=== zombie_round_ctrl_flat ===
==> zombie_round_ctrl_flat/sizing.png <==
Drawn at 4 px/µm.
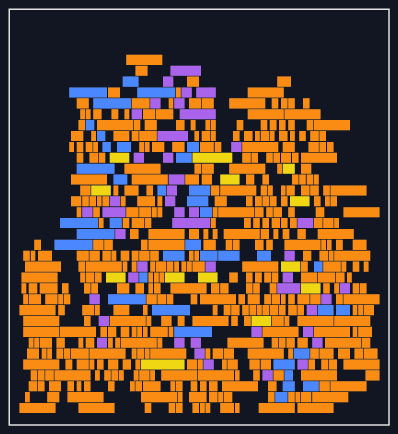

$ cat src/rtl/zombie_round_ctrl_if.sv
// Signal bundle between the round controller and its environment.
//
// Environment -> controller: start (restart pulse), btn (debounced button levels),
//                            rnd / rnd_valid (random hole from the generator).
// Controller -> environment: need_random (random request), mole (one-hot lit hole),
//                            shift (round-end pulse), score, lives, level, game_over.
//
// master: the side driving buttons, start and random values.
// slave:  the round controller.
interface zombie_round_ctrl_if #(
    parameter int unsigned SCORE_W = 8
);
    logic               start;
    logic [2:0]         btn;
    logic [1:0]         rnd;
    logic               rnd_valid;
    logic               need_random;
    logic [2:0]         mole;
    logic               shift;
    logic [SCORE_W-1:0] score;
    logic [2:0]         lives;
    logic [3:0]         level;
    logic               game_over;

    modport master (
        output start, btn, rnd, rnd_valid,
        input  need_random, mole, shift, score, lives, level, game_over
    );

    modport slave (
        input  start, btn, rnd, rnd_valid,
        output need_random, mole, shift, score, lives, level, game_over
    );
endinterface

$ cat src/rtl/zombie_round_ctrl.sv
// Round sequencer for the punch-zombie game.
//
// Requests a random hole, lights exactly one mole LED for a show window, scores hits on
// that hole, charges wrong presses and timeouts against lives, and shortens the show
// window every HITS_PER_LEVEL hits down to TIMEOUT_MIN.
//
// Ports:
//   clk    system clock
//   rst_n  asynchronous active-low reset
//   bus    zombie_round_ctrl_if.slave: start, btn[2:0], rnd[1:0], rnd_valid in;
//          need_random, mole[2:0], shift, score, lives[2:0], level[3:0], game_over out
module zombie_round_ctrl #(
    parameter int unsigned TO_W           = 24,
    parameter int unsigned TIMEOUT_INIT   = 12000000,
    parameter int unsigned TIMEOUT_STEP   = 500000,
    parameter int unsigned TIMEOUT_MIN    = 2000000,
    parameter int unsigned LIVES          = 3,
    parameter int unsigned HITS_PER_LEVEL = 5,
    parameter int unsigned SCORE_W        = 8
) (
    input logic                clk,
    input logic                rst_n,
    zombie_round_ctrl_if.slave bus
);
    // hit_cnt only ever holds 0..HITS_PER_LEVEL-1
    localparam int unsigned HC_W = (HITS_PER_LEVEL > 1) ? $clog2(HITS_PER_LEVEL) : 1;

    localparam logic [TO_W-1:0] TO_INIT = TO_W'(TIMEOUT_INIT);
    localparam logic [TO_W-1:0] TO_STEP = TO_W'(TIMEOUT_STEP);
    localparam logic [TO_W-1:0] TO_MIN  = TO_W'(TIMEOUT_MIN);

    typedef enum logic [2:0] {
        StIdle,
        StReq,
        StShow,
        StResolve,
        StOver
    } state_e;

    state_e             state_q, state_d;
    logic [2:0]         mole_q, mole_d;
    logic [SCORE_W-1:0] score_q, score_d;
    logic [2:0]         lives_q, lives_d;
    logic [3:0]         level_q, level_d;
    logic [HC_W-1:0]    hit_cnt_q, hit_cnt_d;
    logic [TO_W-1:0]    timer_q, timer_d;
    logic [TO_W-1:0]    reload_q, reload_d;
    logic [2:0]         btn_q;
    logic               hit_q, hit_d;

    logic [2:0] press;
    logic       is_hit;

    // Rising edges only, so a button held across a state change never counts twice.
    assign press  = bus.btn & ~btn_q;
    assign is_hit = |(press & mole_q);

    always_ff @(posedge clk or negedge rst_n) begin
        if (!rst_n) begin
            state_q   <= StIdle;
            mole_q    <= '0;
            score_q   <= '0;
            lives_q   <= '0;
            level_q   <= '0;
            hit_cnt_q <= '0;
            timer_q   <= '0;
            reload_q  <= TO_INIT;
            btn_q     <= '0;
            hit_q     <= 1'b0;
        end else begin
            state_q   <= state_d;
            mole_q    <= mole_d;
            score_q   <= score_d;
            lives_q   <= lives_d;
            level_q   <= level_d;
            hit_cnt_q <= hit_cnt_d;
            timer_q   <= timer_d;
            reload_q  <= reload_d;
            btn_q     <= bus.btn;
            hit_q     <= hit_d;
        end
    end

    always_comb begin
        state_d   = state_q;
        mole_d    = mole_q;
        score_d   = score_q;
        lives_d   = lives_q;
        level_d   = level_q;
        hit_cnt_d = hit_cnt_q;
        timer_d   = timer_q;
        reload_d  = reload_q;
        hit_d     = hit_q;

        unique case (state_q)
            StIdle, StOver: begin
                if (bus.start) begin
                    score_d   = '0;
                    lives_d   = 3'(LIVES);
                    level_d   = '0;
                    hit_cnt_d = '0;
                    reload_d  = TO_INIT;
                    mole_d    = '0;
                    state_d   = StReq;
                end
            end

            StReq: begin
                // rnd == 3 has no hole; keep asking
                if (bus.rnd_valid && (bus.rnd != 2'd3)) begin
                    mole_d  = 3'b001 << bus.rnd;
                    timer_d = reload_q;
                    state_d = StShow;
                end
            end

            StShow: begin
                if (timer_q != '0) begin
                    timer_d = timer_q - TO_W'(1);
                end
                // A hit wins over a wrong press or a timeout in the same cycle.
                if (is_hit) begin
                    hit_d   = 1'b1;
                    mole_d  = '0;
                    state_d = StResolve;
                end else if ((press != 3'b000) || (timer_q <= TO_W'(1))) begin
                    hit_d   = 1'b0;
                    mole_d  = '0;
                    state_d = StResolve;
                end
            end

            StResolve: begin
                if (hit_q) begin
                    if (score_q != '1) begin
                        score_d = score_q + SCORE_W'(1);
                    end
                    if (hit_cnt_q == HC_W'(HITS_PER_LEVEL - 1)) begin
                        hit_cnt_d = '0;
                        if (level_q != 4'hF) begin
                            level_d = level_q + 4'd1;
                        end
                        // Floor at TO_MIN without ever wrapping below zero.
                        if ((reload_q >= TO_MIN) && ((reload_q - TO_MIN) >= TO_STEP)) begin
                            reload_d = reload_q - TO_STEP;
                        end else begin
                            reload_d = TO_MIN;
                        end
                    end else begin
                        hit_cnt_d = hit_cnt_q + HC_W'(1);
                    end
                    state_d = StReq;
                end else if (lives_q <= 3'd1) begin
                    lives_d = '0;
                    state_d = StOver;
                end else begin
                    lives_d = lives_q - 3'd1;
                    state_d = StReq;
                end
            end

            default: begin
                state_d = StIdle;
                mole_d  = '0;
            end
        endcase
    end

    assign bus.need_random = (state_q == StReq);
    assign bus.shift       = (state_q == StResolve);
    assign bus.game_over   = (state_q == StOver);
    assign bus.mole        = mole_q;
    assign bus.score       = score_q;
    assign bus.lives       = lives_q;
    assign bus.level       = level_q;
endmodule

$ cat src/flat_wrapper.sv
// flat-port wrapper written by rule: the top's interface ports become plain ports
module zombie_round_ctrl_flat 
#(
    parameter int unsigned TO_W           = 24,
    parameter int unsigned TIMEOUT_INIT   = 12000000,
    parameter int unsigned TIMEOUT_STEP   = 500000,
    parameter int unsigned TIMEOUT_MIN    = 2000000,
    parameter int unsigned LIVES          = 3,
    parameter int unsigned HITS_PER_LEVEL = 5,
    parameter int unsigned SCORE_W        = 8
)
  (clk, rst_n, bus_start, bus_btn, bus_rnd, bus_rnd_valid, bus_need_random, bus_mole, bus_shift, bus_score, bus_lives, bus_level, bus_game_over);
  zombie_round_ctrl_if #(.SCORE_W(SCORE_W)) bus_i ();
  input logic clk;
  input logic rst_n;
  input wire logic [$bits(bus_i.start)-1:0] bus_start;
  input wire logic [$bits(bus_i.btn)-1:0] bus_btn;
  input wire logic [$bits(bus_i.rnd)-1:0] bus_rnd;
  input wire logic [$bits(bus_i.rnd_valid)-1:0] bus_rnd_valid;
  output wire logic [$bits(bus_i.need_random)-1:0] bus_need_random;
  output wire logic [$bits(bus_i.mole)-1:0] bus_mole;
  output wire logic [$bits(bus_i.shift)-1:0] bus_shift;
  output wire logic [$bits(bus_i.score)-1:0] bus_score;
  output wire logic [$bits(bus_i.lives)-1:0] bus_lives;
  output wire logic [$bits(bus_i.level)-1:0] bus_level;
  output wire logic [$bits(bus_i.game_over)-1:0] bus_game_over;
  assign bus_i.start = bus_start;
  assign bus_i.btn = bus_btn;
  assign bus_i.rnd = bus_rnd;
  assign bus_i.rnd_valid = bus_rnd_valid;
  assign bus_need_random = bus_i.need_random;
  assign bus_mole = bus_i.mole;
  assign bus_shift = bus_i.shift;
  assign bus_score = bus_i.score;
  assign bus_lives = bus_i.lives;
  assign bus_level = bus_i.level;
  assign bus_game_over = bus_i.game_over;
  zombie_round_ctrl #(.TO_W(TO_W), .TIMEOUT_INIT(TIMEOUT_INIT), .TIMEOUT_STEP(TIMEOUT_STEP), .TIMEOUT_MIN(TIMEOUT_MIN), .LIVES(LIVES), .HITS_PER_LEVEL(HITS_PER_LEVEL), .SCORE_W(SCORE_W)) u_core (.clk(clk), .rst_n(rst_n), .bus(bus_i));
endmodule
$ cat config.mk
export PLATFORM = sky130hd
export DESIGN_NAME = zombie_round_ctrl_flat
export DESIGN_NICKNAME = d
export VERILOG_FILES = /design/src/rtl/zombie_round_ctrl_if.sv /design/src/rtl/zombie_round_ctrl.sv /design/src/flat_wrapper.sv
export SDC_FILE = /design/constraint.sdc
export NUM_CORES = 1
export LEC_CHECK = 0
export ABC_CLOCK_PERIOD_IN_PS = 2700
export CORE_ASPECT_RATIO = 1.1
export CORE_MARGIN = 2
export CORE_UTILIZATION = 49
export DETAILED_ROUTE_END_ITERATION = 10
export DONT_BUFFER_PORTS = 1
export PLACE_DENSITY = 0.78
export SLEW_MARGIN = 10
export SYNTH_ARGS = -nofsm -noshare
export SYNTH_HDL_FRONTEND = slang
export SYNTH_SLANG_ARGS = --single-unit
export TNS_END_PERCENT = 5
$ cat constraint.sdc
create_clock -name clk -period 2.7 [get_ports clk]
set_input_delay 0.27 -clock clk [delete_from_list [all_inputs] [get_ports clk]]
set_output_delay 0.27 -clock clk [all_outputs]
set_load 0.01 [all_outputs]
=== lut_cascade_top ===
**config.mk**
```make
export PLATFORM = sky130hd
export DESIGN_NAME = lut_cascade_top
export DESIGN_NICKNAME = d
export VERILOG_FILES = /design/src/rtl/lut_cascade_pkg.sv /design/src/rtl/lut_cascade_top_debounce.sv /design/src/rtl/lut_cascade_top.sv
export SDC_FILE = /design/constraint.sdc
export NUM_CORES = 1
export LEC_CHECK = 0
export ABC_AREA = 1
export CAP_MARGIN = 20
export CORE_ASPECT_RATIO = 0.8
export CORE_MARGIN = 5
export CORE_UTILIZATION = 53
export CTS_BUF_LIST = sky130_fd_sc_hd__clkbuf_4 sky130_fd_sc_hd__clkbuf_8 sky130_fd_sc_hd__clkbuf_16
export CTS_CLUSTER_SIZE = 14
export DETAILED_ROUTE_END_ITERATION = 7
export GPL_TIMING_DRIVEN = 0
export MAX_ROUTING_LAYER = met4
export PLACE_DENSITY = 0.85
export REMOVE_ABC_BUFFERS = 1
export SLEW_MARGIN = 5
export SYNTH_ARGS = -nofsm -noshare
export SYNTH_HDL_FRONTEND = slang
export SYNTH_SLANG_ARGS = --single-unit
```
**constraint.sdc**
```tcl
create_clock -name clk -period 2.33 [get_ports clk]
set_input_delay 0.5825 -clock clk [delete_from_list [all_inputs] [get_ports clk]]
set_output_delay 0.5825 -clock clk [all_outputs]
set_load 0.03 [all_outputs]
```
**src/rtl/lut_cascade_pkg.sv**
```systemverilog
// Shared constants and helpers for the programmable LUT cascade.
// Truth-table slicing and switch-count helpers live here.
package lut_cascade_pkg;

    localparam int LUT_IN       = 4;
    localparam int LUT_W        = 16;
    localparam int SW_PER_STAGE = 3;
    localparam int MAX_STAGES   = 64;

    localparam logic [0:0] CFG_IDLE = 1'b0;
    localparam logic [0:0] CFG_ACK  = 1'b1;

    function automatic int sw_width(input int n);
        return SW_PER_STAGE * n + 1;
    endfunction

    function automatic logic [LUT_W-1:0] lut_slice(
        input logic [LUT_W*MAX_STAGES-1:0] init,
        input int                          k
    );
        return init[k*LUT_W +: LUT_W];
    endfunction

endpackage

```
**src/rtl/lut_cascade_top_debounce.sv**
```systemverilog
// Per-switch synchroniser and debouncer.
// The stable level moves only after DB_CYCLES consecutive differing cycles.
module sw_debounce #(
    parameter int DB_CYCLES = 4
) (
    input  logic clk,
    input  logic rst_n,
    input  logic sw_i,
    output logic stable_o
);

    localparam int CW = $clog2(DB_CYCLES + 1);
    localparam logic [CW-1:0] CNT_LAST = CW'(DB_CYCLES - 1);

    logic          sync1_q, sync1_d;
    logic          sync2_q, sync2_d;
    logic          stable_q, stable_d;
    logic [CW-1:0] cnt_q, cnt_d;

    // Count differing cycles; adopt the synced level on the last one
    always_comb begin
        sync1_d  = sw_i;
        sync2_d  = sync1_q;
        stable_d = stable_q;
        cnt_d    = '0;
        if (sync2_q != stable_q) begin
            if (cnt_q == CNT_LAST) begin
                stable_d = sync2_q;
            end else begin
                cnt_d = cnt_q + CW'(1);
            end
        end
    end

    // Synchroniser, counter and stable flops
    always_ff @(posedge clk or negedge rst_n) begin
        if (!rst_n) begin
            sync1_q  <= 1'b0;
            sync2_q  <= 1'b0;
            stable_q <= 1'b0;
            cnt_q    <= '0;
        end else begin
            sync1_q  <= sync1_d;
            sync2_q  <= sync2_d;
            stable_q <= stable_d;
            cnt_q    <= cnt_d;
        end
    end

    assign stable_o = stable_q;

endmodule

```
**src/rtl/lut_cascade_top.sv**
```systemverilog
// Cascade of runtime-programmable 4-input LUT stages driving LEDs.
// Switch inputs are debounced and delay-aligned so each LED sees one snapshot.
module lut_cascade_top
    import lut_cascade_pkg::*;
#(
    parameter int NUM_STAGES = 2,
    parameter int DB_CYCLES  = 4,
    parameter logic [LUT_W*NUM_STAGES-1:0] LUT_INIT = 32'h8000FFFE,
    localparam int SW_W = sw_width(NUM_STAGES),
    localparam int CSW  = $clog2(NUM_STAGES + 1)
) (
    input  logic                  clk,
    input  logic                  rst_n,
    input  logic [SW_W-1:0]       sw,
    output logic [NUM_STAGES-1:0] led,
    output logic                  led_chg,
    input  logic                  cfg_valid,
    output logic                  cfg_ready,
    input  logic [CSW-1:0]        cfg_stage,
    input  logic [LUT_W-1:0]      cfg_table,
    output logic                  cfg_err
);

    localparam logic [CSW-1:0] STAGE_LIMIT = CSW'(NUM_STAGES);
    localparam logic [LUT_W*MAX_STAGES-1:0] INIT_EXT =
        (LUT_W*MAX_STAGES)'(LUT_INIT);

    logic [SW_W-1:0]       stable;
    logic [LUT_W-1:0]      tbl_q [NUM_STAGES];
    logic [LUT_W-1:0]      tbl_d [NUM_STAGES];
    logic [LUT_IN-1:0]     idx   [NUM_STAGES];
    logic [NUM_STAGES-1:0] y_q, y_d;
    logic                  led_chg_q, led_chg_d;
    logic                  cfg_err_q, cfg_err_d;
    logic [0:0]            state_q, state_d;
    logic                  accept;

    for (genvar i = 0; i < SW_W; i++) begin : g_db
        sw_debounce #(
            .DB_CYCLES(DB_CYCLES)
        ) u_db (
            .clk     (clk),
            .rst_n   (rst_n),
            .sw_i    (sw[i]),
            .stable_o(stable[i])
        );
    end

    assign idx[0] = stable[LUT_IN-1:0];

    for (genvar k = 1; k < NUM_STAGES; k++) begin : g_dl
        logic [SW_PER_STAGE-1:0] dl_q [k];
        logic [SW_PER_STAGE-1:0] dl_d [k];

        // Shift this stage's switches k cycles to meet y[k-1]
        always_comb begin
            dl_d[0] = stable[SW_PER_STAGE*k+1 +: SW_PER_STAGE];
            for (int j = 1; j < k; j++) begin
                dl_d[j] = dl_q[j-1];
            end
        end

        // Delay line registers
        always_ff @(posedge clk or negedge rst_n) begin
            if (!rst_n) begin
                dl_q <= '{default: '0};
            end else begin
                dl_q <= dl_d;
            end
        end

        assign idx[k] = {dl_q[k-1], y_q[k-1]};
    end

    assign cfg_ready = (state_q == CFG_IDLE);
    assign accept    = cfg_valid && cfg_ready;

    // Stage evaluation with current tables, table writes and config FSM
    always_comb begin
        for (int k = 0; k < NUM_STAGES; k++) begin
            y_d[k]   = tbl_q[k][idx[k]];
            tbl_d[k] = tbl_q[k];
            if (accept && (cfg_stage == CSW'(k))) begin
                tbl_d[k] = cfg_table;
            end
        end
        led_chg_d = (y_d != y_q);
        cfg_err_d = accept && (cfg_stage >= STAGE_LIMIT);
        state_d   = state_q;
        unique case (state_q)
            CFG_IDLE: state_d = accept ? CFG_ACK : CFG_IDLE;
            CFG_ACK:  state_d = CFG_IDLE;
        endcase
    end

    // Stage outputs, tables and handshake state
    always_ff @(posedge clk or negedge rst_n) begin
        if (!rst_n) begin
            for (int k = 0; k < NUM_STAGES; k++) begin
                tbl_q[k] <= lut_slice(INIT_EXT, k);
            end
            y_q       <= '0;
            led_chg_q <= 1'b0;
            cfg_err_q <= 1'b0;
            state_q   <= CFG_IDLE;
        end else begin
            tbl_q     <= tbl_d;
            y_q       <= y_d;
            led_chg_q <= led_chg_d;
            cfg_err_q <= cfg_err_d;
            state_q   <= state_d;
        end
    end

    assign led     = y_q;
    assign led_chg = led_chg_q;
    assign cfg_err = cfg_err_q;

endmodule

```
==> zombie_round_ctrl_flat/closeup.png <==
Region (35, 39) to (60, 64) µm. Cells in grey, sequential cells in the stronger grey; small squares are vias.
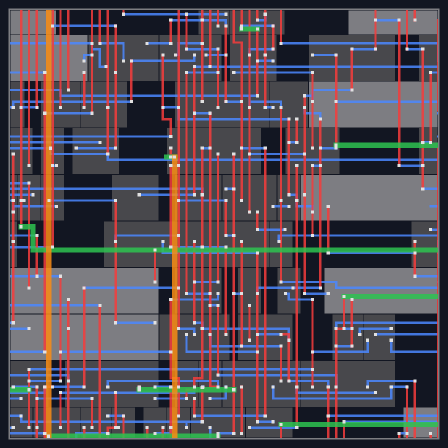
- green: M3
- red: M2
- blue: M1
- orange: M4
- most frequent: inv_1 (6), dfrtp_1 (6), buf_4 (5)
- netlist names of flops here include: `u_core.timer_q` (4), `u_core.reload_q` (2)
- cells with their middle in the window: 51
- sequential cells in the window: 6

About zombie_round_ctrl_flat/sizing.png:
- purple: x3 and x4 (cells 44; share 8.2%; most used buf_4)
- orange: x1 and smaller (cells 442; share 82%; most used dfrtp_1)
- yellow: x6 and larger (cells 13; share 2.4%; most used clkbuf_8)
- blue: x2 (cells 38; share 7.1%; most used dfstp_2)

==> flow_metrics.py, zombie_round_ctrl_flat <==
# Physical implementation metrics
metrics = {
    "status": {
        "run_status": "finished clean",
    },
    "final_layout": {
        "final_net_count": 553,
        "area_growth_pct": 14.0,
        "most-common-layout-cells": "61 x sky130_fd_sc_hd__dfrtp_1, 45 x sky130_fd_sc_hd__nor2_1, 41 x sky130_fd_sc_hd__o21ai_0",
        "top_area_cell_class": "multi-input combinational cells",
        "fillCellCount": 791,
    },
    "global_route": {
        "first_global_vias": 4041,
        "grt_first_pass_wirelength_mm": 19.1,
        "use_met1_pct": 31.6,
        "global_route.usage.total_pct": 23.9,
    },
    "setup_path": {
        "timing.critical_path.depth": 7,
        "crit_path_max_incr_delay_ns": 0.52,
        "startpoint_type_of_the_worst_setup_path": "register",
        "r2r_setup_slack_ns": 0.05,
    },
    "logic_synthesis": {
        "xor_xnor_portion_of_the_synthesized_cell_area_pct": 1.39,
        "post_synth_and_or_nand_nor_area_fraction_pct": 20.5,
        "asyncSetResetFlopFracSynth_pct": 100,
        "yosysCellCount": 514,
    },
    "flow_run": {
        "openroad.warnings": 32,
    },
    "detailed_routing": {
        "route.detailed.drc": 0,
        "drt-met1-wl_mm": 4.79,
        "routed_wire_length_mm": 11.4,
    },
    "final_timing": {
        "setup_slack_ns": 0.0477,
        "timing.final.hold_violations": 0,
    },
    "floorplanning": {
        "die_y_um": 104,
        "initial_core_util_pct": 50.0,
        "die_w_um": 94.5,
    },
    "clock_network": {
        "cts.hold.buffers_added": 5,
        "cts_repair_resize_count": 2,
        "cts_htree_levels": 3,
        "postCtsSetupRepairBufs": 1,
    },
    "placement": {
        "placed_area_um2": 4650,
    },
    "min_path": {
        "hold_path_class": "in -> reg",
    },
}
==> lut_cascade_top/m2.png <==
Drawn at 4 px/µm.
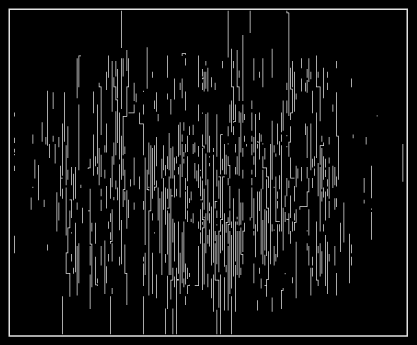
- share of all routed wire: 50%
- main direction: vertical
- wire length on this layer: 2960 µm
- longest straight run: 29.9 µm

==> lut_cascade_top/congestion_map.png <==
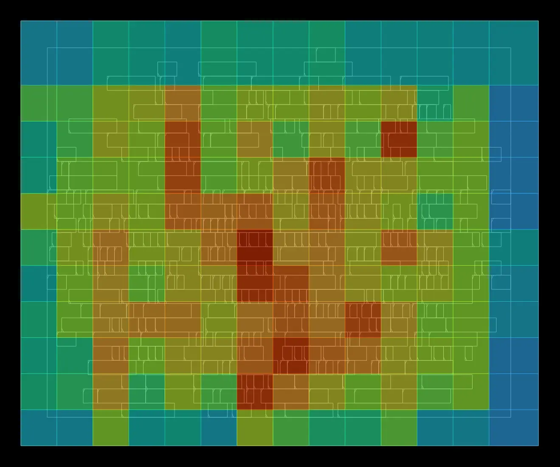
GR met1 Demand/Resource: 19.1%
met2 Use GR: 29.8%

==> flow_metrics.py, lut_cascade_top <==
# Physical implementation metrics
metrics = {
    "setup_path": {
        "r2r-start": "g_db[0].u_db.stable_o",
        "crit_arrival_ns": 1.61,
        "required_ns": 1.75,
        "critical_path.endpoint": "led[0]",
        "cp_max_fo": 11,
        "crit_path_max_incr_delay_ns": 0.74,
    },
    "logic_synthesis": {
        "yosysCellCount": 343,
        "synthTopCellsByArea": "sky130_fd_sc_hd__dfrtp_1 49%, sky130_fd_sc_hd__dfstp_2 12%, sky130_fd_sc_hd__nand2_1 9.4%",
        "xor_xnor_portion_of_the_synthesized_cell_area_pct": 1.82,
        "synthDominantAreaCellType": "sky130_fd_sc_hd__dfrtp_1",
        "synth_sequential_area_ratio_pct": 61.5,
        "synthDominantCellAreaShare_pct": 49.0,
        "yosys.cell_count.top_type": "sky130_fd_sc_hd__nand2_1",
        "muxShareOfSynthArea_pct": 1.00,
    },
    "final_layout": {
        "comb_area_share_pct": 25.8,
        "nonclk_buf_count": 33,
        "flip_flop_and_latch_share_of_the_layout_cell_area_pct": 51.3,
        "clock_buffer_count": 11,
        "max_flop_register": "tbl_q",
        "final_net_count": 414,
        "seqCellArea_um2": 2070,
        "fillCellCount": 509,
    },
    "global_route": {
        "global_route.usage.total_pct": 17.3,
        "grt.busiest_layer": "met2",
        "grtUsageMet3_pct": 6.35,
    },
    "floorplanning": {
        "die_y_um": 81.3,
        "rows": 26,
        "boundaryPins": 33,
    },
    "final_timing": {
        "timing.final.hold_violations": 0,
        "setup_slack_ns": 0.142,
        "timing.final.max_slew_violations": 0,
        "actual_slew_at_the_worst_max_slew_pin_ns": 0.893,
    },
    "clock_network": {
        "cts_made_buffers": 9,
        "cts_htree_levels": 3,
        "clock_sinks": 82,
    },
    "detailed_routing": {
        "ant_nets": 0,
        "drt_pre_antenna_iters": 4,
        "met3_wirelength_um": 365,
    },
    "power_and_ir_drop": {
        "share_seq_of_total_power_pct": 44.4,
        "p_comb_share_pct": 26.9,
    },
    "min_path": {
        "hold_path_class": "in -> async",
    },
    "placement": {
        "detailed_place_hpwl_mm": 4.32,
    },
    "status": {
        "run_status": "finished clean",
    },
}

==> screenshots <==
Where the registers sit.
Drawn at 4 px/µm. Other sequential cells in the stronger grey, the rest of the logic in the fainter grey.
picture 1
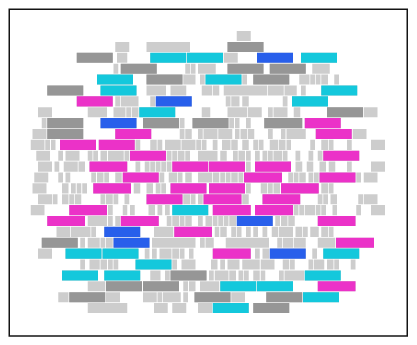
picture 2
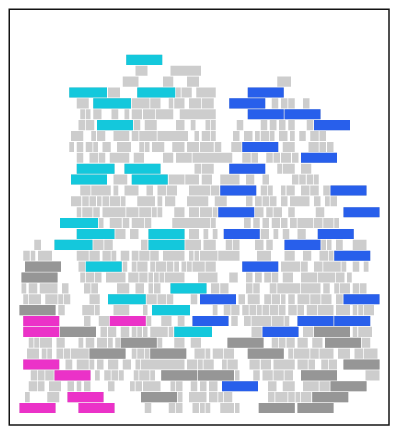
- zombie_round_ctrl_flat = picture 2
- lut_cascade_top = picture 1
The one with the largest die is picture 2.
The one with the most cells is picture 2.

Key to picture 2:
- cyan: `u_core.reload_q` (flops 19)
- magenta: `u_core.bus.score` (flops 8; where bottom left)
- blue: `u_core.timer_q` (flops 24)
- not coloured: 20


=== axis_pipe_adapter ===
### src/rtl/axis_pipe_adapter.sv
// Valid/ready wrapper around an enable-stalled fixed-latency pipeline.
// Credits from registered occupancy drive the pipeline enable; the pipeline output lands in a small FIFO.
module axis_pipe_adapter #(
   parameter int W       = 8,
   parameter int LATENCY = 4,
   parameter int DEPTH   = LATENCY + 2
) (
   input  logic                       clk,
   input  logic                       rst,
   input  logic                       s_valid,
   output logic                       s_ready,
   input  logic [W-1:0]               s_data,
   output logic                       pipe_e,
   output logic [W-1:0]               pipe_i,
   input  logic [W-1:0]               pipe_o,
   output logic                       m_valid,
   input  logic                       m_ready,
   output logic [W-1:0]               m_data,
   output logic [$clog2(DEPTH+1)-1:0] count
);

   localparam int CW = $clog2(DEPTH + 1);
   localparam int PW = (DEPTH > 1) ? $clog2(DEPTH) : 1;

   // Handshake: a word moves on any rising edge where valid && ready; ready never
   // depends on valid, and s_ready is driven only from registered occupancy.
   logic [LATENCY-1:0] vld;
   logic [CW-1:0]      inflight;
   logic [CW-1:0]      fifo_cnt;
   logic [CW-1:0]      count_q;
   logic [PW-1:0]      wr_ptr;
   logic [PW-1:0]      rd_ptr;
   logic [W-1:0]       mem [DEPTH];
   logic               accept;
   logic               capture;
   logic               pop;

   assign pipe_e  = !rst && (count_q < CW'(DEPTH));
   assign s_ready = pipe_e;
   assign pipe_i  = s_data;
   assign accept  = s_valid && pipe_e;
   assign capture = pipe_e && vld[LATENCY-1];
   assign m_valid = (fifo_cnt != '0);
   assign pop     = m_valid && m_ready;
   assign m_data  = mem[rd_ptr];
   assign count   = count_q;

   always_ff @(posedge clk) begin
      if (rst) begin
         vld      <= '0;
         inflight <= '0;
         fifo_cnt <= '0;
         count_q  <= '0;
         wr_ptr   <= '0;
         rd_ptr   <= '0;
      end else begin
         // vld mirrors the pipeline's data registers, so it shifts only when they do.
         if (pipe_e) begin
            vld[0] <= s_valid;
            for (int k = 1; k < LATENCY; k++) begin
               vld[k] <= vld[k-1];
            end
         end
         inflight <= inflight + CW'(accept) - CW'(capture);
         fifo_cnt <= fifo_cnt + CW'(capture) - CW'(pop);
         count_q  <= count_q + CW'(accept) - CW'(pop);
         if (capture) begin
            wr_ptr <= (wr_ptr == PW'(DEPTH - 1)) ? '0 : wr_ptr + 1'b1;
         end
         if (pop) begin
            rd_ptr <= (rd_ptr == PW'(DEPTH - 1)) ? '0 : rd_ptr + 1'b1;
         end
      end
   end

   // Storage needs no reset; entries are only read once fifo_cnt says they hold data.
   always_ff @(posedge clk) begin
      if (capture) begin
         mem[wr_ptr] <= pipe_o;
      end
   end

endmodule

### config.mk
export PLATFORM = sky130hd
export DESIGN_NAME = axis_pipe_adapter
export DESIGN_NICKNAME = d
export VERILOG_FILES = /design/src/rtl/axis_pipe_adapter.sv
export SDC_FILE = /design/constraint.sdc
export NUM_CORES = 1
export LEC_CHECK = 0
export CAP_MARGIN = 15
export CORE_AREA = 8 8 101 112
export DETAILED_ROUTE_END_ITERATION = 8
export DIE_AREA = 0 0 109 120
export GPL_TIMING_DRIVEN = 0
export SLEW_MARGIN = 5
export SYNTH_ARGS = -nofsm -noshare
export SYNTH_HDL_FRONTEND = slang
export SYNTH_SLANG_ARGS = --single-unit
### constraint.sdc
create_clock -name clk -period 2.1 [get_ports clk]
set_clock_uncertainty 0.1 [all_clocks]
set_input_delay 0.21 -clock clk [delete_from_list [all_inputs] [get_ports clk]]
set_output_delay 0.21 -clock clk [all_outputs]
set_load 0.01 [all_outputs]
==> axis_pipe_adapter/m2.png <==
Drawn at 3 px/µm.
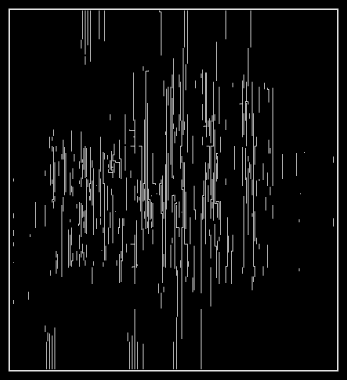
- wire length on this layer: 2700 µm
- main direction: vertical
- longest straight run: 52.5 µm
- share of all routed wire: 51%

==> axis_pipe_adapter/congestion_map.png <==
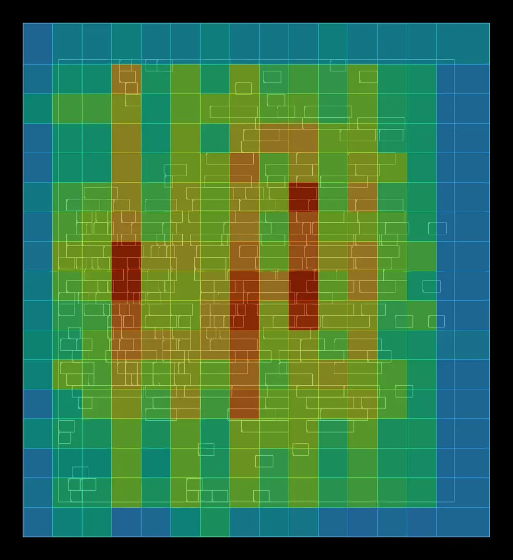
Overall Global Routing Usage: 8.74%
routed length per instance: 15.1 µm

==> flow_metrics.py <==
# Physical implementation metrics
metrics = {
    "placement": {
        "detailed_place_hpwl_mm": 3.35,
        "io_buffer_count": 33,
    },
    "detailed_routing": {
        "drt-met1-wl_mm": 2.17,
        "met3_wirelength_um": 255,
        "dr_wl_met2_mm": 2.70,
    },
    "power_and_ir_drop": {
        "power_drawn_by_the_combinational_cells_mw": 1.06,
        "internal_power_mw": 2.69,
        "p_comb_share_pct": 28.9,
        "total_power_mw": 3.68,
        "power-top-group": "sequential cells",
    },
    "final_timing": {
        "hold-worst-slack_ns": 0.330,
        "fin_tns_setup_ns": -0.265,
        "setup_slack_ns": -0.0438,
        "setup_viol": 9,
    },
    "clock_network": {
        "clock_sinks": 67,
        "cts_htree_levels": 3,
        "postCtsSetupRepairBufs": 8,
    },
    "logic_synthesis": {
        "warning_count_from_the_yosys_run": 0,
        "synth_sequential_area_ratio_pct": 66.5,
        "synthAoiAreaFrac_pct": 2.37,
        "synth.cellmix.adderShare_pct": 3.29,
        "logic_family": "multiplexers",
    },
    "final_layout": {
        "clock_tree_area_fraction_pct": 5.27,
        "drive_gt1_share_pct": 42.3,
        "nFlopsAndLatches": 67,
        "comb_area_share_pct": 24.9,
        "flip_flop_and_latch_share_of_the_layout_cell_area_pct": 50.1,
    },
    "setup_path": {
        "r2r-start": "fifo_cnt[0]",
        "r2r_setup_slack_ns": -0.01,
    },
    "status": {
        "run_status": "finished, violations left",
        "violations": "setup timing",
    },
    "global_route": {
        "grt_first_pass_wirelength_mm": 8.58,
        "grtUsageMet3_pct": 2.68,
        "maximum_number_of_pins_on_one_net_before_global_route_repair": 13,
    },
    "floorplanning": {
        "die_w_um": 109,
        "boundaryPins": 42,
        "rows": 38,
    },
    "min_path": {
        "worst_hold_path.endpoint": "fifo_cnt[0]",
    },
}

Power and IR drop assume default switching activity.
